# ---- design 1 ----
Fig. 1: design 1, met2 routing
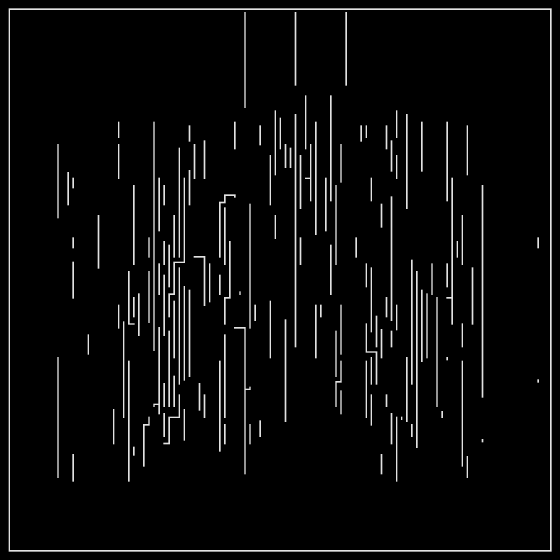

File: config.mk
export PLATFORM = sky130hd
export DESIGN_NAME = bm_arbiter_rr_param_flat
export DESIGN_NICKNAME = d
export VERILOG_FILES = /design/src/rtl/bm_arbiter_rr_param_if.sv /design/src/rtl/bm_arbiter_rr_param.sv /design/src/flat_wrapper.sv
export SDC_FILE = /design/constraint.sdc
export NUM_CORES = 1
export LEC_CHECK = 0
export CAP_MARGIN = 20
export CORE_MARGIN = 4
export CORE_UTILIZATION = 45
export CTS_CLUSTER_DIAMETER = 100
export DETAILED_ROUTE_END_ITERATION = 8
export PLACE_DENSITY_LB_ADDON = 0.05
export SYNTH_ARGS = -nofsm -noshare
export SYNTH_HDL_FRONTEND = slang
export SYNTH_SLANG_ARGS = --single-unit
File: constraint.sdc
create_clock -name HCLK -period 2.71 [get_ports HCLK]
set_clock_uncertainty 0.1 [all_clocks]
set_input_delay 0.542 -clock HCLK [delete_from_list [all_inputs] [get_ports HCLK]]
set_output_delay 0.542 -clock HCLK [all_outputs]
set_load 0.02 [all_outputs]
File: src/rtl/bm_arbiter_rr_param_if.sv
// Request and transfer-control bundle between the bus-matrix input stages
// and the output-stage arbiter.
interface bm_arbiter_rr_param_if #(
    parameter int NUM_PORTS = 4,
    parameter int PORT_W    = 2
) ();
    logic [NUM_PORTS-1:0] req_port;
    logic                 HREADYM;
    logic                 HSELM;
    logic [1:0]           HTRANSM;
    logic [2:0]           HBURSTM;
    logic                 HMASTLOCKM;
    logic [PORT_W-1:0]    addr_in_port;
    logic                 no_port;
    logic                 burst_hold;

    modport slave (
        input  req_port, HREADYM, HSELM, HTRANSM, HBURSTM, HMASTLOCKM,
        output addr_in_port, no_port, burst_hold
    );

    modport master (
        output req_port, HREADYM, HSELM, HTRANSM, HBURSTM, HMASTLOCKM,
        input  addr_in_port, no_port, burst_hold
    );
endinterface

File: src/rtl/bm_arbiter_rr_param.sv
// Bus-matrix output-stage arbiter: round-robin or fixed priority, holding the
// grant for the length of a burst and dropping INCR hold after early termination.
module bm_arbiter_rr_param #(
    parameter int                   NUM_PORTS   = 4,
    parameter int                   PORT_W      = 2,
    parameter logic [NUM_PORTS-1:0] PORT_MASK   = 4'b1011,
    parameter int                   ARB_MODE    = 1,
    parameter int                   INCR_BEATS  = 4,
    parameter int                   EARLY_LIMIT = 1
) (
    input logic                  HCLK,
    input logic                  HRESETn,
    bm_arbiter_rr_param_if.slave bus
);

    typedef enum logic [1:0] {
        TR_IDLE   = 2'b00,
        TR_BUSY   = 2'b01,
        TR_NONSEQ = 2'b10,
        TR_SEQ    = 2'b11
    } htrans_e;

    htrans_e              trans;
    logic [NUM_PORTS-1:0] req_v;

    logic [3:0]           remain_q, remain_d;
    logic                 hold_q, hold_d;
    logic [1:0]           early_q, early_d, early_inc;

    logic [PORT_W-1:0]    grant_q, grant_d;
    logic                 no_port_q, no_port_d;

    logic                 lo_any_found, lo_oth_found, rr_found;
    logic [PORT_W-1:0]    lo_any_idx, lo_oth_idx, rr_idx;
    logic                 other_found;
    logic [PORT_W-1:0]    other_idx;
    int unsigned          rr_k;

    assign trans = htrans_e'(bus.HTRANSM);
    assign req_v = bus.req_port & PORT_MASK;

    // The early limit is compared against the count including the NONSEQ now
    // on the bus, so the first restart after a cut-short INCR loses its hold.
    always_comb begin
        remain_d  = remain_q;
        hold_d    = hold_q;
        early_inc = early_q;
        if (hold_q && trans == TR_NONSEQ && early_q != 2'd3) begin
            early_inc = early_q + 2'd1;
        end

        if (!bus.HSELM || trans == TR_IDLE) begin
            remain_d = '0;
            hold_d   = 1'b0;
        end else begin
            case (trans)
                TR_NONSEQ: begin
                    casez (bus.HBURSTM)
                        3'b000: begin
                            remain_d = '0;
                            hold_d   = 1'b0;
                        end
                        3'b001: begin
                            if (early_inc == 2'(EARLY_LIMIT)) begin
                                remain_d = '0;
                                hold_d   = 1'b0;
                            end else begin
                                remain_d = 4'(INCR_BEATS - 2);
                                hold_d   = 1'b1;
                            end
                        end
                        3'b01?: begin
                            remain_d = 4'd2;
                            hold_d   = 1'b1;
                        end
                        3'b10?: begin
                            remain_d = 4'd6;
                            hold_d   = 1'b1;
                        end
                        default: begin
                            remain_d = 4'd14;
                            hold_d   = 1'b1;
                        end
                    endcase
                end
                TR_SEQ: begin
                    if (remain_q == '0) begin
                        remain_d = '0;
                        hold_d   = 1'b0;
                    end else begin
                        remain_d = remain_q - 4'd1;
                    end
                end
                default: begin
                    remain_d = remain_q;
                    hold_d   = hold_q;
                end
            endcase
        end

        early_d = hold_d ? early_inc : '0;
    end

    always_comb begin
        lo_any_found = 1'b0;
        lo_any_idx   = '0;
        lo_oth_found = 1'b0;
        lo_oth_idx   = '0;
        rr_found     = 1'b0;
        rr_idx       = '0;
        rr_k         = 0;
        for (int unsigned i = 0; i < NUM_PORTS; i++) begin
            if (!lo_any_found && req_v[i]) begin
                lo_any_found = 1'b1;
                lo_any_idx   = PORT_W'(i);
            end
            if (!lo_oth_found && req_v[i] && i != 32'(grant_q)) begin
                lo_oth_found = 1'b1;
                lo_oth_idx   = PORT_W'(i);
            end
        end
        for (int unsigned i = 1; i < NUM_PORTS; i++) begin
            rr_k = (32'(grant_q) + i) % NUM_PORTS;
            if (!rr_found && req_v[rr_k]) begin
                rr_found = 1'b1;
                rr_idx   = PORT_W'(rr_k);
            end
        end
    end

    always_comb begin
        other_found = (ARB_MODE != 0) ? rr_found : lo_oth_found;
        other_idx   = (ARB_MODE != 0) ? rr_idx   : lo_oth_idx;
        grant_d     = grant_q;
        no_port_d   = no_port_q;
        if (bus.HMASTLOCKM || hold_d) begin
            no_port_d = 1'b0;
        end else if (no_port_q) begin
            if (lo_any_found) begin
                grant_d   = lo_any_idx;
                no_port_d = 1'b0;
            end
        end else if (other_found) begin
            grant_d   = other_idx;
            no_port_d = 1'b0;
        end else begin
            no_port_d = !bus.HSELM;
        end
    end

    always_ff @(posedge HCLK or negedge HRESETn) begin
        if (!HRESETn) begin
            remain_q  <= '0;
            hold_q    <= 1'b0;
            early_q   <= '0;
            grant_q   <= '0;
            no_port_q <= 1'b1;
        end else if (bus.HREADYM) begin
            remain_q  <= remain_d;
            hold_q    <= hold_d;
            early_q   <= early_d;
            grant_q   <= grant_d;
            no_port_q <= no_port_d;
        end
    end

    assign bus.addr_in_port = grant_q;
    assign bus.no_port      = no_port_q;
    assign bus.burst_hold   = hold_q;

endmodule
File: src/flat_wrapper.sv
// flat-port wrapper written by rule: the top's interface ports become plain ports
module bm_arbiter_rr_param_flat 
#(
    parameter int                   NUM_PORTS   = 4,
    parameter int                   PORT_W      = 2,
    parameter logic [NUM_PORTS-1:0] PORT_MASK   = 4'b1011,
    parameter int                   ARB_MODE    = 1,
    parameter int                   INCR_BEATS  = 4,
    parameter int                   EARLY_LIMIT = 1
)
  (HCLK, HRESETn, bus_req_port, bus_HREADYM, bus_HSELM, bus_HTRANSM, bus_HBURSTM, bus_HMASTLOCKM, bus_addr_in_port, bus_no_port, bus_burst_hold);
  bm_arbiter_rr_param_if #(.NUM_PORTS(NUM_PORTS), .PORT_W(PORT_W)) bus_i ();
  input logic HCLK;
  input logic HRESETn;
  input wire logic [$bits(bus_i.req_port)-1:0] bus_req_port;
  input wire logic [$bits(bus_i.HREADYM)-1:0] bus_HREADYM;
  input wire logic [$bits(bus_i.HSELM)-1:0] bus_HSELM;
  input wire logic [$bits(bus_i.HTRANSM)-1:0] bus_HTRANSM;
  input wire logic [$bits(bus_i.HBURSTM)-1:0] bus_HBURSTM;
  input wire logic [$bits(bus_i.HMASTLOCKM)-1:0] bus_HMASTLOCKM;
  output wire logic [$bits(bus_i.addr_in_port)-1:0] bus_addr_in_port;
  output wire logic [$bits(bus_i.no_port)-1:0] bus_no_port;
  output wire logic [$bits(bus_i.burst_hold)-1:0] bus_burst_hold;
  assign bus_i.req_port = bus_req_port;
  assign bus_i.HREADYM = bus_HREADYM;
  assign bus_i.HSELM = bus_HSELM;
  assign bus_i.HTRANSM = bus_HTRANSM;
  assign bus_i.HBURSTM = bus_HBURSTM;
  assign bus_i.HMASTLOCKM = bus_HMASTLOCKM;
  assign bus_addr_in_port = bus_i.addr_in_port;
  assign bus_no_port = bus_i.no_port;
  assign bus_burst_hold = bus_i.burst_hold;
  bm_arbiter_rr_param #(.NUM_PORTS(NUM_PORTS), .PORT_W(PORT_W), .PORT_MASK(PORT_MASK), .ARB_MODE(ARB_MODE), .INCR_BEATS(INCR_BEATS), .EARLY_LIMIT(EARLY_LIMIT)) u_core (.HCLK(HCLK), .HRESETn(HRESETn), .bus(bus_i));
endmodule
# ---- design 2 ----
File: src/rtl/filter_pkg.sv
// Shared constants, state encoding and settle-time lookup for the filter controller.
package filter_pkg;

  localparam logic [2:0] SEL_BYPASS = 3'b000;
  localparam logic [2:0] SEL_2TAP   = 3'b001;
  localparam logic [2:0] SEL_4TAP   = 3'b010;
  localparam logic [2:0] SEL_8TAP   = 3'b011;
  localparam logic [2:0] SEL_16TAP  = 3'b100;

  typedef enum logic [1:0] {
    ST_FLUSH = 2'd0,
    ST_FILL  = 2'd1,
    ST_RUN   = 2'd2
  } state_t;

  // Cycles the averaging filter needs after a clear before its output is settled.
  function automatic logic [4:0] settle_cycles(input logic [2:0] sel);
    logic [4:0] cycles;
    case (sel)
      SEL_BYPASS: cycles = 5'd2;
      SEL_2TAP:   cycles = 5'd3;
      SEL_4TAP:   cycles = 5'd5;
      SEL_8TAP:   cycles = 5'd9;
      default:    cycles = 5'd17;
    endcase
    return cycles;
  endfunction

  // Codes 4..7 all mean the 16-tap filter.
  function automatic logic [2:0] norm_sel(input logic [2:0] sel);
    logic [2:0] res;
    if (sel[2]) begin
      res = SEL_16TAP;
    end else begin
      res = sel;
    end
    return res;
  endfunction

endpackage

File: src/rtl/filter_settle_timer.sv
// Loadable, non-wrapping 5-bit down-counter shared by the FLUSH and FILL phases.
module filter_settle_timer
  import filter_pkg::*;
#(
  parameter logic [4:0] RST_VAL = 5'd1
) (
  input  logic       i_clk,
  input  logic       i_sclr,
  input  logic       i_load,
  input  logic [4:0] i_load_val,
  output logic       o_done
);

  logic [4:0] r_cnt;

  // Count holds the cycles remaining in the current phase, including this one.
  always_ff @(posedge i_clk) begin
    if (i_sclr) begin
      r_cnt <= RST_VAL;
    end else if (i_load) begin
      r_cnt <= i_load_val;
    end else if (r_cnt != 5'd0) begin
      r_cnt <= r_cnt - 5'd1;
    end else begin
      r_cnt <= r_cnt;
    end
  end

  assign o_done = (r_cnt <= 5'd1);

endmodule

File: src/rtl/filter_ctrl.sv
// Sequences flush/fill/run of an averaging filter around select changes.
// Optional macro FILTER_CTRL_HOLD_EN: hold the last RUN output during FLUSH/FILL instead of zero.
module filter_ctrl
  import filter_pkg::*;
#(
  parameter int BIT_WIDTH    = 32,
  parameter int FLUSH_CYCLES = 1
) (
  input  logic                        clk,
  input  logic                        sclr,
  input  logic [2:0]                  sel_req,
  input  logic                        sel_req_valid,
  output logic                        sel_req_ready,
  output logic [2:0]                  filt_sel,
  output logic                        filt_sclr,
  input  logic signed [BIT_WIDTH-1:0] q_in,
  output logic signed [BIT_WIDTH-1:0] q_out,
  output logic                        q_valid
);

  localparam logic [4:0] FLUSH_LD = 5'(FLUSH_CYCLES);

  state_t                      r_state;
  state_t                      w_state_nxt;
  logic [2:0]                  r_filt_sel;
  logic [2:0]                  w_sel_norm;
  logic                        r_filt_sclr;
  logic                        r_q_valid;
  logic                        r_ready;
  logic signed [BIT_WIDTH-1:0] r_q_out;
  logic                        w_accept;
  logic                        w_change;
  logic                        w_tmr_load;
  logic [4:0]                  w_tmr_val;
  logic                        w_tmr_done;

  filter_settle_timer #(
    .RST_VAL (FLUSH_LD)
  ) u_timer (
    .i_clk      (clk),
    .i_sclr     (sclr),
    .i_load     (w_tmr_load),
    .i_load_val (w_tmr_val),
    .o_done     (w_tmr_done)
  );

  // Next-state and timer-load decode; ready is only high in RUN.
  always_comb begin
    w_sel_norm  = norm_sel(sel_req);
    w_accept    = sel_req_valid && r_ready;
    w_change    = w_accept && (w_sel_norm != r_filt_sel);
    w_state_nxt = r_state;
    w_tmr_load  = 1'b0;
    w_tmr_val   = FLUSH_LD;
    case (r_state)
      ST_FLUSH: begin
        if (w_tmr_done) begin
          w_state_nxt = ST_FILL;
          w_tmr_load  = 1'b1;
          w_tmr_val   = settle_cycles(r_filt_sel);
        end else begin
          w_state_nxt = ST_FLUSH;
        end
      end
      ST_FILL: begin
        if (w_tmr_done) begin
          w_state_nxt = ST_RUN;
        end else begin
          w_state_nxt = ST_FILL;
        end
      end
      ST_RUN: begin
        if (w_change) begin
          w_state_nxt = ST_FLUSH;
          w_tmr_load  = 1'b1;
        end else begin
          w_state_nxt = ST_RUN;
        end
      end
      default: begin
        w_state_nxt = ST_FLUSH;
        w_tmr_load  = 1'b1;
      end
    endcase
  end

  // Outputs are registered from the next state so they line up with the state change.
  always_ff @(posedge clk) begin
    if (sclr) begin
      r_state     <= ST_FLUSH;
      r_filt_sel  <= SEL_BYPASS;
      r_filt_sclr <= 1'b1;
      r_q_valid   <= 1'b0;
      r_ready     <= 1'b0;
      r_q_out     <= '0;
    end else begin
      r_state     <= w_state_nxt;
      r_filt_sel  <= w_change ? w_sel_norm : r_filt_sel;
      r_filt_sclr <= (w_state_nxt == ST_FLUSH);
      r_q_valid   <= (w_state_nxt == ST_RUN);
      r_ready     <= (w_state_nxt == ST_RUN);
      if (w_state_nxt == ST_RUN) begin
        r_q_out <= q_in;
      end else begin
`ifdef FILTER_CTRL_HOLD_EN
        r_q_out <= r_q_out;
`else
        r_q_out <= '0;
`endif
      end
    end
  end

  assign sel_req_ready = r_ready;
  assign filt_sel      = r_filt_sel;
  assign filt_sclr     = r_filt_sclr;
  assign q_valid       = r_q_valid;
  assign q_out         = r_q_out;

endmodule

File: config.mk
export PLATFORM = sky130hd
export DESIGN_NAME = filter_ctrl
export DESIGN_NICKNAME = d
export VERILOG_FILES = /design/src/rtl/filter_pkg.sv /design/src/rtl/filter_settle_timer.sv /design/src/rtl/filter_ctrl.sv
export SDC_FILE = /design/constraint.sdc
export NUM_CORES = 1
export LEC_CHECK = 0
export CAP_MARGIN = 20
export CORE_MARGIN = 4
export CORE_UTILIZATION = 30
export DETAILED_ROUTE_END_ITERATION = 8
export PLACE_DENSITY = 0.64
export SYNTH_ARGS = -nofsm -noshare
export SYNTH_HDL_FRONTEND = slang
export SYNTH_SLANG_ARGS = --single-unit
File: constraint.sdc
create_clock -name clk -period 2.05 [get_ports clk]
set_clock_uncertainty 0.2 [all_clocks]
set_input_delay 0.205 -clock clk [delete_from_list [all_inputs] [get_ports clk]]
set_output_delay 0.205 -clock clk [all_outputs]
set_load 0.01 [all_outputs]
# ---- design 3 ----
File: src/rtl/alu_issue_ctrl.sv
// Issue stage for the 16-bit combinational ALU: command FIFO, operand drivers, settle timer, result capture.
// Optional accumulator forwarding of operand A is enabled by defining ALU_ACC_FWD_EN.
module alu_issue_ctrl #(
    parameter int unsigned DW         = 16,
    parameter int unsigned OPW        = 3,
    parameter int unsigned FIFO_DEPTH = 4,
    parameter int unsigned SETTLE     = 1
) (
    input  logic           clk,
    input  logic           rst,
    input  logic           cmd_valid,
    output logic           cmd_ready,
    input  logic [OPW-1:0] cmd_opc,
    input  logic [DW-1:0]  cmd_a,
    input  logic [DW-1:0]  cmd_b,
    input  logic           cmd_c,
`ifdef ALU_ACC_FWD_EN
    input  logic           cmd_use_acc,
`endif
    output logic [DW-1:0]  ina,
    output logic [DW-1:0]  inb,
    output logic           inc,
    output logic [OPW-1:0] opc,
    input  logic [DW-1:0]  w,
    input  logic           zer,
    input  logic           neg,
    output logic           res_valid,
    input  logic           res_ready,
    output logic [DW-1:0]  res_w,
    output logic           res_zer,
    output logic           res_neg,
    output logic [DW-1:0]  acc,
    output logic           busy
);

    localparam int unsigned PW = $clog2(FIFO_DEPTH);
    localparam int unsigned CW = $clog2(FIFO_DEPTH) + 1;
    localparam int unsigned SW = (SETTLE > 1) ? $clog2(SETTLE) : 1;

    typedef struct packed {
`ifdef ALU_ACC_FWD_EN
        logic           use_acc;
`endif
        logic [OPW-1:0] opc;
        logic [DW-1:0]  a;
        logic [DW-1:0]  b;
        logic           c;
    } cmd_t;

    typedef enum logic [1:0] {
        S_IDLE  = 2'd0,
        S_DRIVE = 2'd1,
        S_HOLD  = 2'd2
    } state_t;

    state_t          r_state, w_state_nxt;
    logic [SW-1:0]   r_settle, w_settle_nxt;
    logic            w_pop, w_capture, w_push;
    cmd_t            r_mem [FIFO_DEPTH];
    cmd_t            w_cmd_in, w_head;
    logic [PW-1:0]   r_wr_ptr, r_rd_ptr;
    logic [CW-1:0]   r_count, w_count_nxt;
    logic            r_cmd_ready, r_busy, r_res_valid;
    logic [DW-1:0]   r_ina, r_inb, r_res_w, r_acc, w_op_a;
    logic            r_inc, r_res_zer, r_res_neg;
    logic [OPW-1:0]  r_opc;

    always_comb begin
        w_cmd_in     = '0;
        w_cmd_in.opc = cmd_opc;
        w_cmd_in.a   = cmd_a;
        w_cmd_in.b   = cmd_b;
        w_cmd_in.c   = cmd_c;
`ifdef ALU_ACC_FWD_EN
        w_cmd_in.use_acc = cmd_use_acc;
`endif
    end

    assign w_push      = cmd_valid & r_cmd_ready;
    assign w_head      = r_mem[r_rd_ptr];
    assign w_count_nxt = r_count + CW'(w_push) - CW'(w_pop);

`ifdef ALU_ACC_FWD_EN
    // acc already holds the previous result: a pop only follows the HOLD handshake
    assign w_op_a = w_head.use_acc ? r_acc : w_head.a;
`else
    assign w_op_a = w_head.a;
`endif

    // Command storage; contents need no reset since occupancy gates every read
    always_ff @(posedge clk) begin
        if (w_push) begin
            r_mem[r_wr_ptr] <= w_cmd_in;
        end
    end

    always_ff @(posedge clk) begin
        if (rst) begin
            r_wr_ptr    <= '0;
            r_rd_ptr    <= '0;
            r_count     <= '0;
            r_cmd_ready <= 1'b1;
            r_busy      <= 1'b0;
        end else begin
            if (w_push) r_wr_ptr <= r_wr_ptr + PW'(1);
            if (w_pop)  r_rd_ptr <= r_rd_ptr + PW'(1);
            r_count     <= w_count_nxt;
            r_cmd_ready <= (w_count_nxt != CW'(FIFO_DEPTH));
            r_busy      <= (w_state_nxt != S_IDLE) || (w_count_nxt != '0);
        end
    end

    always_ff @(posedge clk) begin
        if (rst) begin
            r_state  <= S_IDLE;
            r_settle <= '0;
        end else begin
            r_state  <= w_state_nxt;
            r_settle <= w_settle_nxt;
        end
    end

    always_comb begin
        w_state_nxt  = r_state;
        w_settle_nxt = r_settle;
        w_pop        = 1'b0;
        w_capture    = 1'b0;
        unique case (r_state)
            S_IDLE: begin
                if (r_count != '0) begin
                    w_pop        = 1'b1;
                    w_settle_nxt = '0;
                    w_state_nxt  = S_DRIVE;
                end
            end
            S_DRIVE: begin
                if (r_settle == SW'(SETTLE - 1)) begin
                    w_capture   = 1'b1;
                    w_state_nxt = S_HOLD;
                end else begin
                    w_settle_nxt = r_settle + SW'(1);
                end
            end
            S_HOLD: begin
                if (res_ready) w_state_nxt = S_IDLE;
            end
            default: w_state_nxt = S_IDLE;
        endcase
    end

    // Operand drivers hold until the next pop; result registers hold until the next capture
    always_ff @(posedge clk) begin
        if (rst) begin
            r_ina       <= '0;
            r_inb       <= '0;
            r_inc       <= 1'b0;
            r_opc       <= '0;
            r_res_w     <= '0;
            r_res_zer   <= 1'b0;
            r_res_neg   <= 1'b0;
            r_acc       <= '0;
            r_res_valid <= 1'b0;
        end else begin
            if (w_pop) begin
                r_ina <= w_op_a;
                r_inb <= w_head.b;
                r_inc <= w_head.c;
                r_opc <= w_head.opc;
            end
            if (w_capture) begin
                r_res_w     <= w;
                r_res_zer   <= zer;
                r_res_neg   <= neg;
                r_acc       <= w;
                r_res_valid <= 1'b1;
            end else if ((r_state == S_HOLD) && res_ready) begin
                r_res_valid <= 1'b0;
            end
        end
    end

    assign cmd_ready = r_cmd_ready;
    assign busy      = r_busy;
    assign ina       = r_ina;
    assign inb       = r_inb;
    assign inc       = r_inc;
    assign opc       = r_opc;
    assign res_valid = r_res_valid;
    assign res_w     = r_res_w;
    assign res_zer   = r_res_zer;
    assign res_neg   = r_res_neg;
    assign acc       = r_acc;

endmodule
File: config.mk
export PLATFORM = sky130hd
export DESIGN_NAME = alu_issue_ctrl
export DESIGN_NICKNAME = d
export VERILOG_FILES = /design/src/rtl/alu_issue_ctrl.sv
export SDC_FILE = /design/constraint.sdc
export NUM_CORES = 1
export LEC_CHECK = 0
export CAP_MARGIN = 20
export CELL_PAD_IN_SITES_DETAIL_PLACEMENT = 1
export CELL_PAD_IN_SITES_GLOBAL_PLACEMENT = 1
export CORE_ASPECT_RATIO = 0.8
export CORE_MARGIN = 2
export CORE_UTILIZATION = 30
export DETAILED_ROUTE_END_ITERATION = 8
export PLACE_DENSITY_LB_ADDON = 0.1
export SYNTH_ARGS = -nofsm -noshare
export SYNTH_HDL_FRONTEND = slang
export SYNTH_SLANG_ARGS = --single-unit
export TNS_END_PERCENT = 10
File: constraint.sdc
create_clock -name clk -period 3.2 [get_ports clk]
set_clock_uncertainty 0.1 [all_clocks]
set_input_delay 0.8 -clock clk [delete_from_list [all_inputs] [get_ports clk]]
set_output_delay 0.8 -clock clk [all_outputs]
set_load 0.02 [all_outputs]
# ---- design 4 ----
### src/rtl/radio_seq_pkg.sv
// -----------------------------------------------------------------------------
// radio_seq_pkg
// Shared types and helpers for the per-lane radio power sequencer.
//   radio_seq_state_e : per-lane sequencing state
//   cnt_w()           : width of the warm-up / cool-down down-counter
// -----------------------------------------------------------------------------
package radio_seq_pkg;

    typedef enum logic [2:0] {
        ST_OFF,
        ST_WARM,
        ST_TX,
        ST_RX,
        ST_SWAP,
        ST_COOL
    } radio_seq_state_e;

    // Wide enough to hold the larger of the two load values (len-1), with
    // headroom so a length of exactly 2^n still fits.
    function automatic int cnt_w(input int warm_cyc, input int cool_cyc);
        int longest;
        longest = (warm_cyc > cool_cyc) ? warm_cyc : cool_cyc;
        return $clog2(longest + 1);
    endfunction

endpackage

### src/rtl/radio_seq_lane.sv
// -----------------------------------------------------------------------------
// radio_seq_lane
// One lane of the radio power sequencer: LDO up, warm-up wait, TX/RX path,
// break-before-make on mode change, cool-down before LDO off.
// Ports:
//   ck, arst_n       : clock, async active-low reset
//   i_en             : lane enable (synchronized)
//   i_rx             : lane mode, 1 = RX, 0 = TX (synchronized)
//   i_err_clr        : clears o_seq_err
//   o_ldo_en         : LDO enable
//   o_tx_path_en     : TX path enable
//   o_rx_path_en     : RX path enable
//   o_lane_ready     : lane is in TX or RX
//   o_ready_pulse    : one cycle on entry to TX/RX from warm-up
//   o_seq_err        : sticky "RX requested without enable" flag
// -----------------------------------------------------------------------------
module radio_seq_lane
    import radio_seq_pkg::*;
#(
    parameter int WARM_CYC = 16,
    parameter int COOL_CYC = 8
) (
    input  logic ck,
    input  logic arst_n,
    input  logic i_en,
    input  logic i_rx,
    input  logic i_err_clr,
    output logic o_ldo_en,
    output logic o_tx_path_en,
    output logic o_rx_path_en,
    output logic o_lane_ready,
    output logic o_ready_pulse,
    output logic o_seq_err
);

    localparam int CNT_W = cnt_w(WARM_CYC, COOL_CYC);
    localparam logic [CNT_W-1:0] WARM_LD = CNT_W'(WARM_CYC - 1);
    localparam logic [CNT_W-1:0] COOL_LD = CNT_W'(COOL_CYC - 1);

    radio_seq_state_e r_state;
    radio_seq_state_e w_state_nxt;
    logic [CNT_W-1:0] r_cnt;
    logic [CNT_W-1:0] w_cnt_nxt;
    logic             r_ready_pulse;
    logic             w_ready_pulse_nxt;
    logic             r_seq_err;
    logic             w_seq_err_set;

    // NOTE: every signal gets a default at the top of always_comb so no
    // branch can leave it unassigned and infer a latch.
    always_comb begin
        w_state_nxt       = r_state;
        w_cnt_nxt         = r_cnt;
        w_ready_pulse_nxt = 1'b0;

        unique case (r_state)
            ST_OFF: begin
                if (i_en) begin
                    w_state_nxt = ST_WARM;
                    w_cnt_nxt   = WARM_LD;
                end
            end
            ST_WARM: begin
                // Losing enable during warm-up still has to cool the LDO down.
                if (!i_en) begin
                    w_state_nxt = ST_COOL;
                    w_cnt_nxt   = COOL_LD;
                end else if (r_cnt == '0) begin
                    w_state_nxt       = i_rx ? ST_RX : ST_TX;
                    w_ready_pulse_nxt = 1'b1;
                end else begin
                    w_cnt_nxt = r_cnt - 1'b1;
                end
            end
            ST_TX: begin
                if (!i_en) begin
                    w_state_nxt = ST_COOL;
                    w_cnt_nxt   = COOL_LD;
                end else if (i_rx) begin
                    w_state_nxt = ST_SWAP;
                end
            end
            ST_RX: begin
                if (!i_en) begin
                    w_state_nxt = ST_COOL;
                    w_cnt_nxt   = COOL_LD;
                end else if (!i_rx) begin
                    w_state_nxt = ST_SWAP;
                end
            end
            ST_SWAP: begin
                // Single dead cycle with both paths off; the mode sampled here
                // picks the new path, so a bounce back is also handled.
                if (!i_en) begin
                    w_state_nxt = ST_COOL;
                    w_cnt_nxt   = COOL_LD;
                end else begin
                    w_state_nxt = i_rx ? ST_RX : ST_TX;
                end
            end
            ST_COOL: begin
                // Enable is deliberately ignored until OFF is reached.
                if (r_cnt == '0) begin
                    w_state_nxt = ST_OFF;
                end else begin
                    w_cnt_nxt = r_cnt - 1'b1;
                end
            end
            default: begin
                w_state_nxt = ST_OFF;
                w_cnt_nxt   = '0;
            end
        endcase
    end

    assign w_seq_err_set = (r_state == ST_OFF) && !i_en && i_rx;

    // NOTE: sequential state uses non-blocking assignments so every flop
    // samples the pre-edge value of every other flop.
    always_ff @(posedge ck or negedge arst_n) begin
        if (!arst_n) begin
            r_state       <= ST_OFF;
            r_cnt         <= '0;
            r_ready_pulse <= 1'b0;
            r_seq_err     <= 1'b0;
        end else begin
            r_state       <= w_state_nxt;
            r_cnt         <= w_cnt_nxt;
            r_ready_pulse <= w_ready_pulse_nxt;
            // Set dominates a concurrent clear.
            r_seq_err     <= w_seq_err_set | (r_seq_err & ~i_err_clr);
        end
    end

    // Moore decode straight from the state register: no input reaches an
    // output without passing a flop, and reset drops everything at once.
    assign o_ldo_en      = (r_state != ST_OFF);
    assign o_tx_path_en  = (r_state == ST_TX);
    assign o_rx_path_en  = (r_state == ST_RX);
    assign o_lane_ready  = (r_state == ST_TX) || (r_state == ST_RX);
    assign o_ready_pulse = r_ready_pulse;
    assign o_seq_err     = r_seq_err;

endmodule

### src/rtl/radio_seq.sv
// -----------------------------------------------------------------------------
// radio_seq
// Per-lane radio power sequencer; one independent radio_seq_lane per lane,
// all on a shared clock.
// Ports (all vectors are BIT_WIDTH wide, bit i = lane i):
//   ck, arst_n         : clock, async active-low reset
//   radioEnableSynced  : lane enable (synchronized)
//   radioRxEnSynced    : lane mode, 1 = RX, 0 = TX (synchronized)
//   errClr             : clears seqErr
//   ldoEn, txPathEn, rxPathEn : supply / path enables
//   laneReady          : lane in TX or RX
//   readyPulse         : one cycle on entry to TX/RX from warm-up
//   seqErr             : sticky "RX requested without enable" flag
// -----------------------------------------------------------------------------
module radio_seq
    import radio_seq_pkg::*;
#(
    parameter int BIT_WIDTH = 2,
    parameter int WARM_CYC  = 16,
    parameter int COOL_CYC  = 8
) (
    input  logic                 ck,
    input  logic                 arst_n,
    input  logic [BIT_WIDTH-1:0] radioEnableSynced,
    input  logic [BIT_WIDTH-1:0] radioRxEnSynced,
    input  logic [BIT_WIDTH-1:0] errClr,
    output logic [BIT_WIDTH-1:0] ldoEn,
    output logic [BIT_WIDTH-1:0] txPathEn,
    output logic [BIT_WIDTH-1:0] rxPathEn,
    output logic [BIT_WIDTH-1:0] laneReady,
    output logic [BIT_WIDTH-1:0] readyPulse,
    output logic [BIT_WIDTH-1:0] seqErr
);

    // A zero-length warm-up or cool-down would underflow the counter load.
    if (WARM_CYC < 1) begin : g_bad_warm
        $error("radio_seq: WARM_CYC must be >= 1");
    end
    if (COOL_CYC < 1) begin : g_bad_cool
        $error("radio_seq: COOL_CYC must be >= 1");
    end

    for (genvar g = 0; g < BIT_WIDTH; g++) begin : g_lane
        radio_seq_lane #(
            .WARM_CYC (WARM_CYC),
            .COOL_CYC (COOL_CYC)
        ) u_lane (
            .ck            (ck),
            .arst_n        (arst_n),
            .i_en          (radioEnableSynced[g]),
            .i_rx          (radioRxEnSynced[g]),
            .i_err_clr     (errClr[g]),
            .o_ldo_en      (ldoEn[g]),
            .o_tx_path_en  (txPathEn[g]),
            .o_rx_path_en  (rxPathEn[g]),
            .o_lane_ready  (laneReady[g]),
            .o_ready_pulse (readyPulse[g]),
            .o_seq_err     (seqErr[g])
        );
    end

endmodule

### config.mk
export PLATFORM = sky130hd
export DESIGN_NAME = radio_seq
export DESIGN_NICKNAME = d
export VERILOG_FILES = /design/src/rtl/radio_seq_pkg.sv /design/src/rtl/radio_seq_lane.sv /design/src/rtl/radio_seq.sv
export SDC_FILE = /design/constraint.sdc
export NUM_CORES = 1
export LEC_CHECK = 0
export CAP_MARGIN = 20
export CORE_ASPECT_RATIO = 0.9
export CORE_UTILIZATION = 25
export CTS_CLUSTER_SIZE = 12
export DETAILED_ROUTE_END_ITERATION = 12
export GPL_TIMING_DRIVEN = 0
export PLACE_DENSITY = 0.43
export SYNTH_ARGS = -nofsm -noshare
export SYNTH_HDL_FRONTEND = slang
export SYNTH_SLANG_ARGS = --single-unit
export TNS_END_PERCENT = 5
### constraint.sdc
create_clock -name ck -period 1.7 [get_ports ck]
set_input_delay 0.34 -clock ck [delete_from_list [all_inputs] [get_ports ck]]
set_output_delay 0.34 -clock ck [all_outputs]
set_load 0.02 [all_outputs]

==> screenshots <==
M3 wires.
image #1
Scale bar: 10 um. Cells faint in the background.
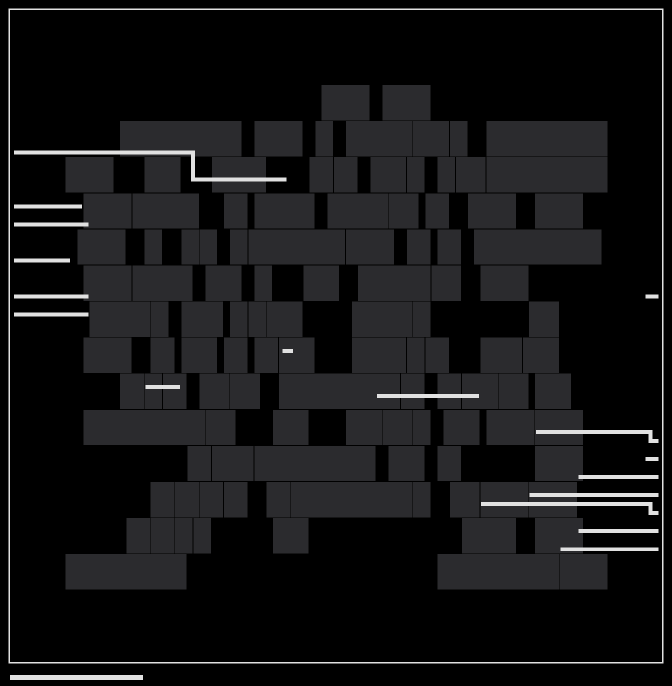
image #2
Scale bar: 20 um. Cells faint in the background.
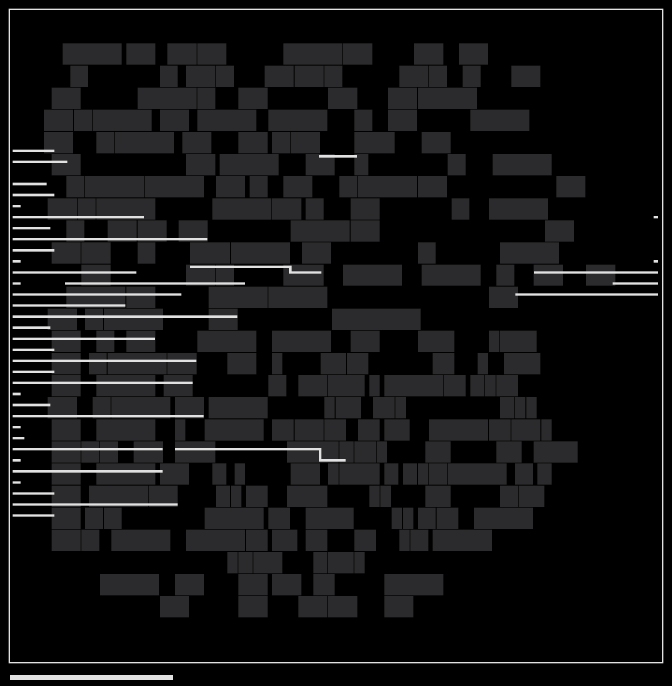
image #3
Scale bar: 50 um. Cells faint in the background.
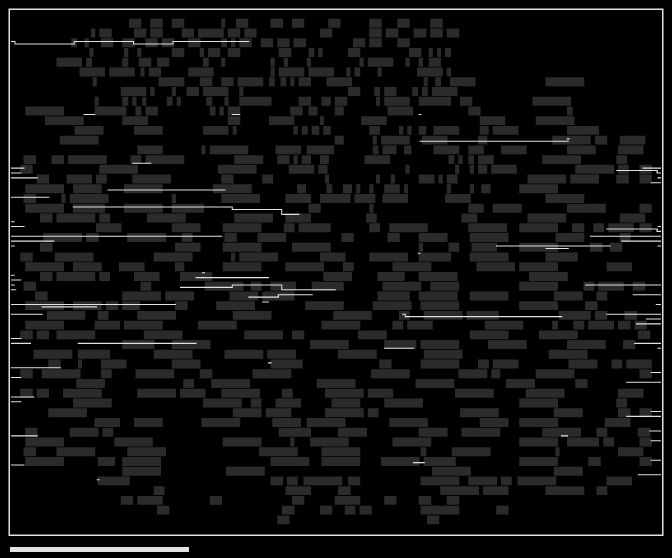
image #4
Scale bar: 20 um. Cells faint in the background.
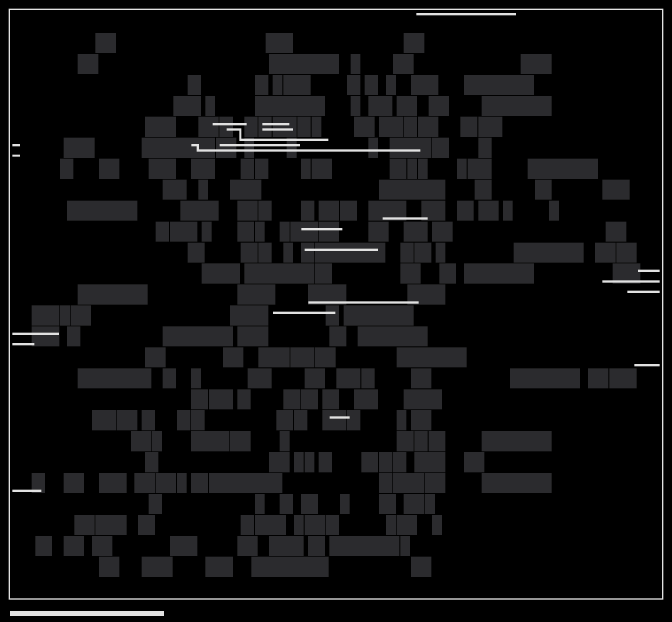
Image #1 is design 1.
Image #3 is design 3.
Image #2 is design 2.
Image #4 is design 4.

Fig. 2: design 1, metal 1
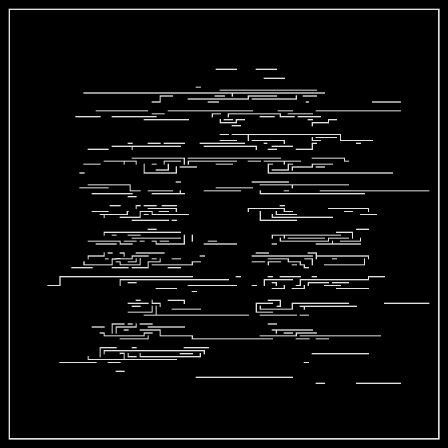
The layer holds 50% of the routed length. 113 nets have wire on it. The wires run mostly horizontal. The layer carries 821 um of wire. The longest straight run is 27.6 um.

Fig. 3: design 1, sequential cells grouped by signal name
Scale bar: 10 um. Other sequential cells in the stronger grey, the rest of the logic in the fainter grey.
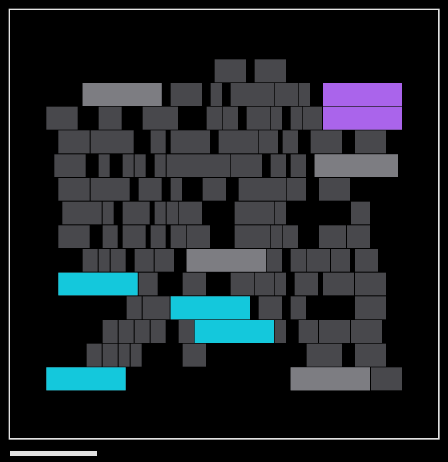
`u_core.remain_q`: in cyan, sequential cells 4. `u_core.early_q`: in purple, sequential cells 2.
Another 4 sequential cells are not coloured.

## Picture notes: Fig. 1
The longest straight run is 21.1 um. The wires run mostly vertical.
via count: 718
final wirelength: 1.64 mm

==> impl_metrics.csv, design 1 <==
group,metric,value,unit
outcome,status,"finished clean",
critical_path,endpoint,"u_core.bus.addr_in_port[1]",
route,wl_met1,821,um
pwr,p_clk_frac,0.244,
sta,rsz0062_at_grt,"false",
cts,ctsRootBufferMaster,"clkbuf_4",
grt,antenna_found_initial,0,
route,drt_first_pass_iters,4,
worst_hold_path,hp-class,"reg -> reg",
grt,busiest_layer,"met2",
cts,clock_sinks,10,
critical_path,path_cells,"clkdlybuf4s50_1 > nor2b_4 > and3b_4 > mux2i_1 > o221a_4 > nor4_2 > mux2_1",
critical_path,worst-path-buf-inv,1,
place,portBuffers,16,
finish,nets,130,
critical_path,crit_arrival,2440,ps
cts,path_clk_slew,70,ps
synth,yosysCellCount,87,
grt,grt_pass1_wl,2.74,mm
pwr,power.density,547,nW/um^2
cts,postCtsResizedCells,0,
synth,synth-main-ff-cell,"dfrtp_1",
synth,ys_types,34,
route,wl_met3,109,um
critical_path,required,2760,ps
critical_path,reg2reg_setup_slack,510,ps
pwr,power.switching,188,uW
cts,cts-htree-levels,1,
synth,edf_count,0,
route,top_layer,"met4",
die,die_w,49.2,um
place,dp_hpwl,1.25,mm
route,vias_per_cell,5.61,
sta,fin_crit_sh,0.882,
sta,final-hold-violation-count,0,
critical_path,crit_slowest_cell,"clkdlybuf4s50_1",
design 1: per-stage QoR:
| step | instance area (um^2) | setup WS, ps | utilization | instances |
|---|---|---|---|---|
| CTS | 1020 | 316 | 0.652 | 128 |
| global route | 1020 | 257 | 0.652 | 128 |
| detailed placement | 980 | 36.3 | 0.628 | 124 |
| finish | 1020 | 320 | 0.652 | 128 |
| floorplan | 762 | 644 | - | 87 |
| global placement | 980 | 71.8 | 0.628 | 124 |
design 1: cell families (layout without fill, tap and decap cells):
family,Yosys count,after routing,synth area share
AND-OR/OR-AND,25,25,0.209
adder cells (fa/ha/maj),3,3,0.0493
AND/OR/NAND/NOR,37,37,0.299
multiplexers,6,6,0.0837
buffers and inverters,6,31,0.0296
flip-flops,10,10,0.330
design 1: final cells by class:
type                       count  area [um^2]
clock buffer                   4         36.3
inverter                       6         22.5
timing repair buffer          21          198
sequential                    10          251
multi-input combinational     71          488
tap                           16         20.0
fill                         134          543
design 1: worst min-delay path, stage by stage (launching register included):
cell and delay [ps]:
dfrtp_1 360, o21ai_0 80, o21ai_0 70
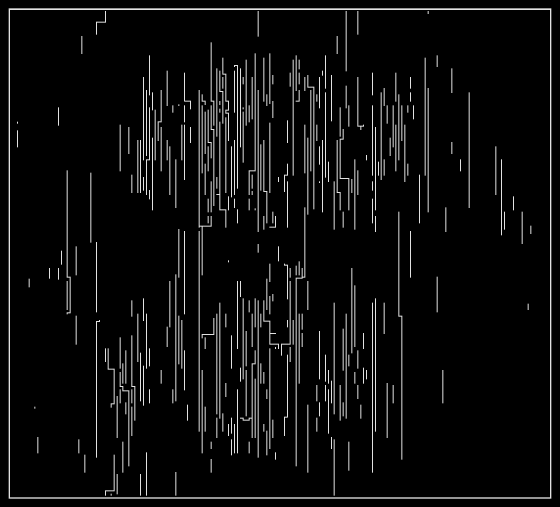
Fig. 4. Met2 routing (design 4).
The longest straight run is 31.3 um. The wires run mostly vertical. The layer carries 1980 um of wire. The layer holds 44% of the routed length. 187 nets have wire on it.
GR Util met2: 0.215
via count: 1505
final wirelength: 4.50 mm

Fig. 5: design 4, sequential cells grouped by signal name
Scale bar: 20 um. Other sequential cells in the stronger grey, the rest of the logic in the fainter grey.
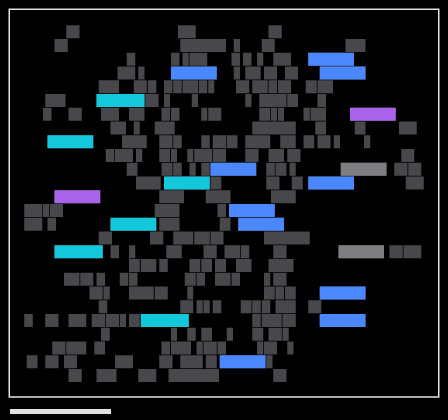
`g_lane.u_lane.r_state`: in cyan, sequential cells 6, where middle left. `g_lane.u_lane.r_cnt`: in blue, sequential cells 10. `g_lane.u_lane.o_seq_err`: in purple, sequential cells 2.
Reg area: 504 um^2
Util after Layout: 0.368
reported sequential group power: 818 uW
Seq/total area: 0.237

==> impl_metrics.csv, design 4 <==
group,metric,value,unit
cts,numCtsBuffers,3,
sta,setup_viol,1,
finish,layout_top_cells,"buf_4, dfrtp_1, a21oi_1",
synth,yosys-top-cells-area,"dfrtp_1, buf_4, a21oi_1, o21ai_0, nor2_1",
synth,synth_area_per_cell,7.88,um^2
pwr,peakVddDrop,0.384,mV
pwr,p_seq_frac,0.232,
finish,sh_comb_area,0.427,
pwr,pwr-share-comb,0.662,
sta,fin_ws,-5.61,ps
grt,busiest_layer,"met1",
sta,fin_crit_sh,1.00,
cts,cts-htree-levels,1,
critical_path,worstSetupPathType,"reg -> out",
outcome,status,"complete, but fails checks",
die,rows,26,
route,vias_per_cell,5.03,
synth,most_common_cell,"dfrtp_1",
place,dp_cells,283,
finish,final_area,2130,um^2
outcome,violations,"negative setup slack",
design 4: kinds of logic after synthesis:
kind of cell               after synthesis
adders and majority gates                2
and+or+nand+nor                         62
buffers and inverters                   41
xor gates and xnor gates                 5
AOI/OAI and AO/OA                       65
DFF                                     20
design 4: repair_timing:
item                                    4_1_cts  5_1_grt
setup buffers                                16        4
endpoints found under the setup margin       16       17
cloned                                        0        0
hold buffers                                  0        0
endpoints found under the hold margin         0        0
gates resized                                73       22
pin swaps                                     3        8
design 4: layer usage:
layer | share of wire | routed length, um
met4 | 0.0082 | 37
met1 | 0.52 | 2330
met5 | 0 | 0
met2 | 0.44 | 1980
met3 | 0.034 | 151
design 4: power by group through the flow:
stage	Combinational, mW	Clock (mW)	Sequential, mW
3_5_place_dp	1.75	0	0.804
3_3_place_gp	1.77	0	0.813
2_1_floorplan	1.33	0	0.760
4_1_cts	2.20	0.391	0.787
5_1_grt	2.57	0.407	0.852
6_report	2.34	0.376	0.818
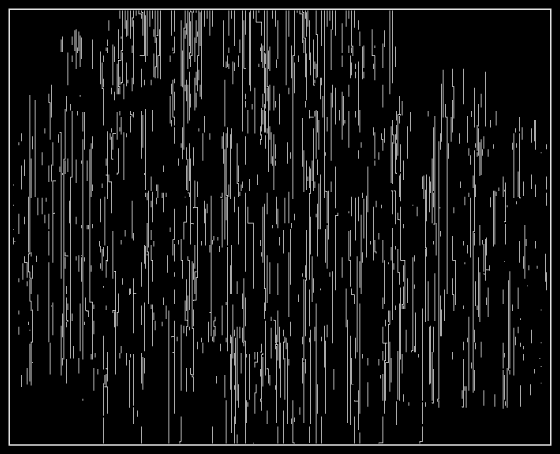
Fig. 6. Met2 routing (design 3).
571 nets have wire on it. The wires run mostly vertical. The layer carries 8600 um of wire.

==> impl_metrics.csv, design 3 <==
group,metric,value,unit
grt,grt_pass1_wl,27.2,mm
synth,yosysCellCount,425,
synth,top_logic_kind,"multiplexers",
critical_path,r2r_cells,10,
pwr,maxPowerGroup,"sequential cells",
sta,tightest_slew,840,ps
worst_hold_path,hp-class,"reg -> reg",
cts,clk_latency,500,ps
place,portBuffers,130,
die,die-area,26700,um^2
critical_path,worst-path-buf-inv,3,
critical_path,worstPathMaxFanout,4,
synth,edf_count,144,
route,drt_first_pass_iters,4,
synth,synth-adder-area-share,0.0125,
cts,clock_sinks,210,
synth,yosys_area,7620,um^2
flow_run,cap_violations,0,
sta,setup_viol,0,
worst_hold_path,hold_depth,2,
pwr,power.switching,2.65,mW
synth,synth.area.mux_share,0.106,
place,dp_cells,853,
cts,postCtsResizedCells,0,
critical_path,endpoint,"busy",
grt,grt_pass1_vias,4550,
outcome,status,"finished clean",
critical_path,crit_arrival,2830,ps
sta,tns,0,ps
critical_path,cp_top_family,"adder cells",
sta,whs,365,ps
synth,synth-main-ff-cell,"edfxtp_1",
sta,fin_crit_sh,0.798,
synth,simple_gate_area_frac,0.0388,
grt,grt_max_degree,41,
[design 3: metal layers]
metal	GRT usage	up-vias	share of wire
met5	0	-	0
met4	0.0343	0	0.020
met3	0.0304	25	0.047
met2	0.225	83	0.49
met1	0.173	2142	0.44
li1	-	1896	-
[design 3: cell usage after synthesis, types with 2 or more instances]
cell      number  area share
a21oi_1       20       0.013
a22o_1        36       0.041
and3_1         4      0.0033
buf_2         10      0.0066
buf_4         17       0.017
buf_6          3      0.0044
clkbuf_1       7      0.0035
dfxtp_1       66        0.17
edfxtp_1     144        0.57
ha_1           6      0.0099
inv_1          8      0.0039
mux4_2        36        0.11
nand2_1       40       0.020
nand3b_1       2      0.0020
nor2_1         8      0.0039
nor2b_1        3      0.0025
[design 3: area by class of cell]
| class | count | area, um^2 |
|---|---|---|
| fill | 2482 | 15100 |
| sequential | 210 | 5650 |
| multi-input combinational | 170 | 1710 |
| timing repair buffer | 141 | 1450 |
| clock buffer | 30 | 622 |
| tap | 324 | 405 |
| clock inverter | 12 | 111 |
| inverter | 8 | 30.0 |
| antenna | 1 | 2.50 |
[design 3: worst min-delay path, stage by stage, from the launching register on]
cell and delay [ps]:
dfxtp_1 310, nand2_1 60, a21oi_1 50
Fig. 7: design 2, met2 routing
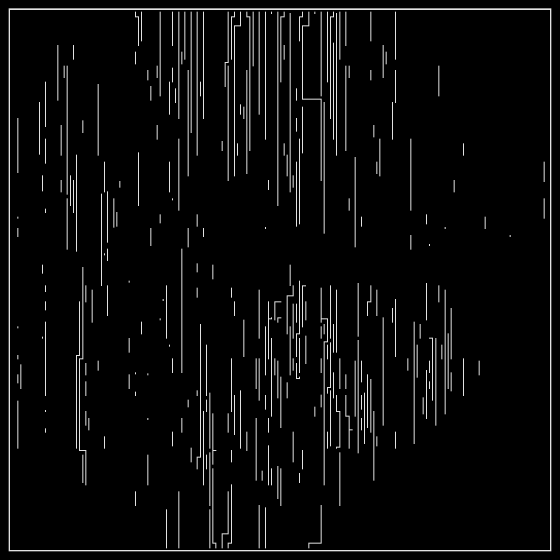
The longest straight run is 28.7 um. The wires run mostly vertical.
via count: 1290
GR Util met2: 0.182

==> impl_metrics.csv, design 2 <==
group,metric,value,unit
sta,whs,270,ps
synth,synth-adder-area-share,0.0240,
grt,grtUsageMet1,0.115,
place,portBuffers,75,
route,drt_first_pass_iters,4,
critical_path,worstSetupPathType,"reg -> reg",
grt,antenna_found_initial,0,
synth,synth_cells,146,
synth,yosys-top-cells-area,"dfxtp_1, and2_1, ha_1, nand2_1, nor2_1",
pwr,p_clk_frac,0.192,
pwr,p_comb,1.50,mW
finish,seqCellArea,881,um^2
pwr,pwr-share-comb,0.454,
route,vias_per_cell,4.17,
finish,seq_cell_count,44,
finish,syn2layout_area_growth,67.1,%
outcome,status,"finished clean",
synth,synth_flops,44,
synth,fp_nets,187,
sta,fin_crit_sh,0.950,
critical_path,crit_slowest_cell,"nor3_1",
cts,cts_buffer_depth,2,
synth,synthTopCellsByCount,"dfxtp_1, and2_1, nand2_1, nor2_1",
synth,top_area_frac,0.563,
synth,most_common_cell,"dfxtp_1",
synth,yosys_area,1570,um^2
die,rows,26,
cts,postCtsResizedCells,0,
critical_path,end_kind,"flop",
critical_path,worst_path_largest_cell_delay,460,ps
cts,cts_hold_buf,0,
finish,buffers,90,
cts,clock_sinks,44,
cts,ctsRootBufferMaster,"clkbuf_8",
die,core,5070,um^2
worst_hold_path,min_from,"q_in[10]",
sta,tightest_slew,498,ps
critical_path,required,2050,ps
finish,largestClassByArea,"non-clock buffers",
finish,drive_above_1_share,0.121,
finish,antenna_cells,0,
cts,path_clk_slew,80,ps
synth,synth_area_per_cell,10.7,um^2
cts,cts_tree,"done",
critical_path,cp_top_family,"simple AND/OR/NAND/NOR gates",
critical_path,cp.depth,4,
-- design 2: sequential cells by signal (all words and copies together), names as in the netlist --
signal and cells:
q_out 32, r_state 2, filt_sclr 1, filt_sel 3, u_timer.r_cnt 5, sel_req_ready 1
-- design 2: routing by layer --
metal | vias up | part of all wire
met1 | 575 | 0.39
met5 | - | 0
met2 | 43 | 0.48
met4 | 0 | 0.015
met3 | 5 | 0.12
li1 | 667 | -
-- design 2: cell usage in the layout, fill, tap and decap left out, types with 5 or more instances in the layout --
cell,n
clkdlybuf4s50_1,75
dfxtp_1,44
and2_1,32
buf_4,13
nand2_1,9
nor2_1,9
clkbuf_8,5
-- design 2: stage by stage --
stage	instance area, um^2	std cells	worst slack, ps	utilization	TNS (ps)
after floorplan	1570	146	124	-	0
after global placement	2500	301	-91.9	0.492	-1950
after detailed placement	2500	301	-108	0.492	-2350
after CTS	2600	309	22.5	0.513	0
after global routing	2620	309	23.3	0.516	0
final	2620	309	102	0.516	0
-- design 2: logic make-up after synthesis --
| logic type | after synthesis |
|---|---|
| compound gates | 16 |
| xor+xnor | 5 |
| fa+ha+maj | 3 |
| buf+inv | 9 |
| flops | 44 |
| mux | 1 |
| simple gates | 68 |


## Gallery

Track usage over the die.
panel A
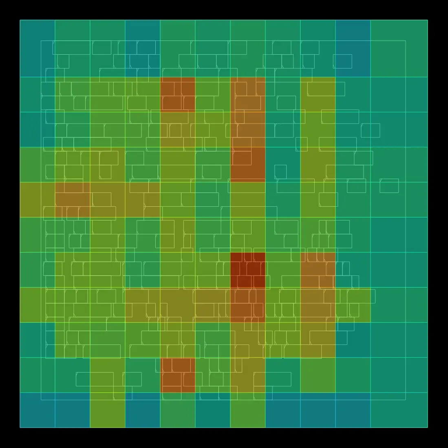
panel B
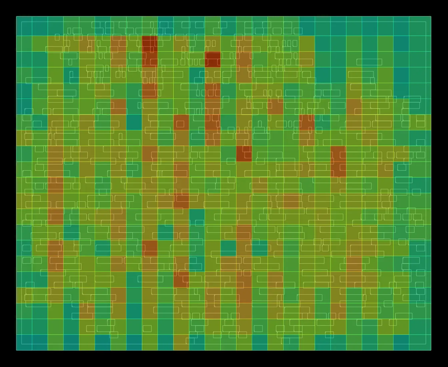
panel C
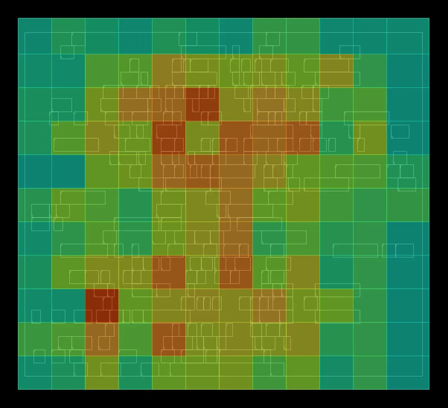
panel D
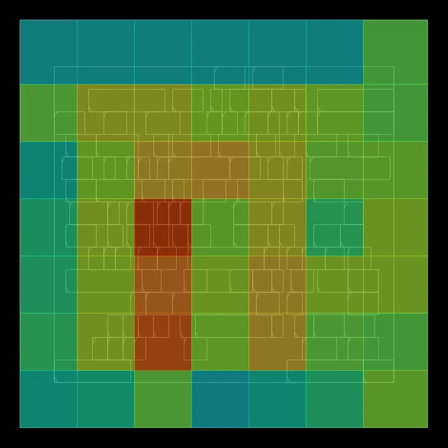
- design 1 = panel D
- design 2 = panel A
- design 3 = panel B
- design 4 = panel C
- lowest track usage: panel A
- most wire per cell: panel B


==> notes/layouts.md <==
Pictures saved along the way, in no particular order.

Metal 1.
(a)
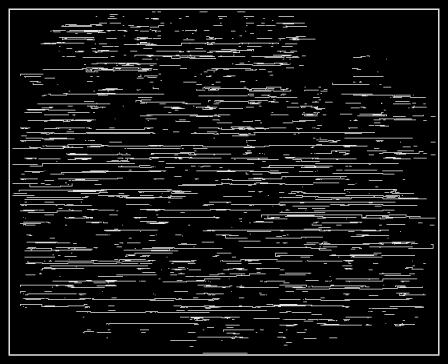
(b)
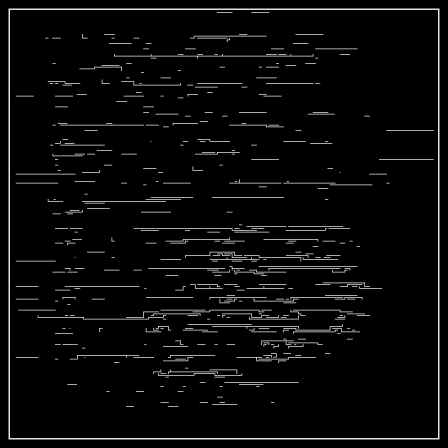
(c)
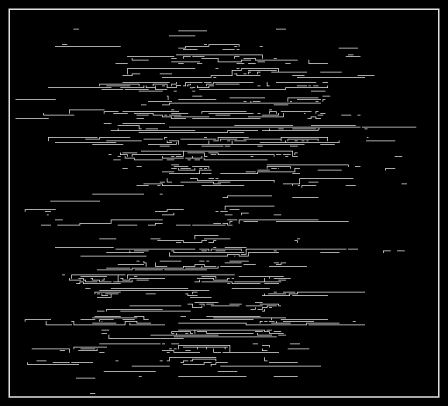
| picture | from |
|---|---|
| (a) | design 3 |
| (b) | design 2 |
| (c) | design 4 |

Power is estimated from default activity; no workload was simulated.
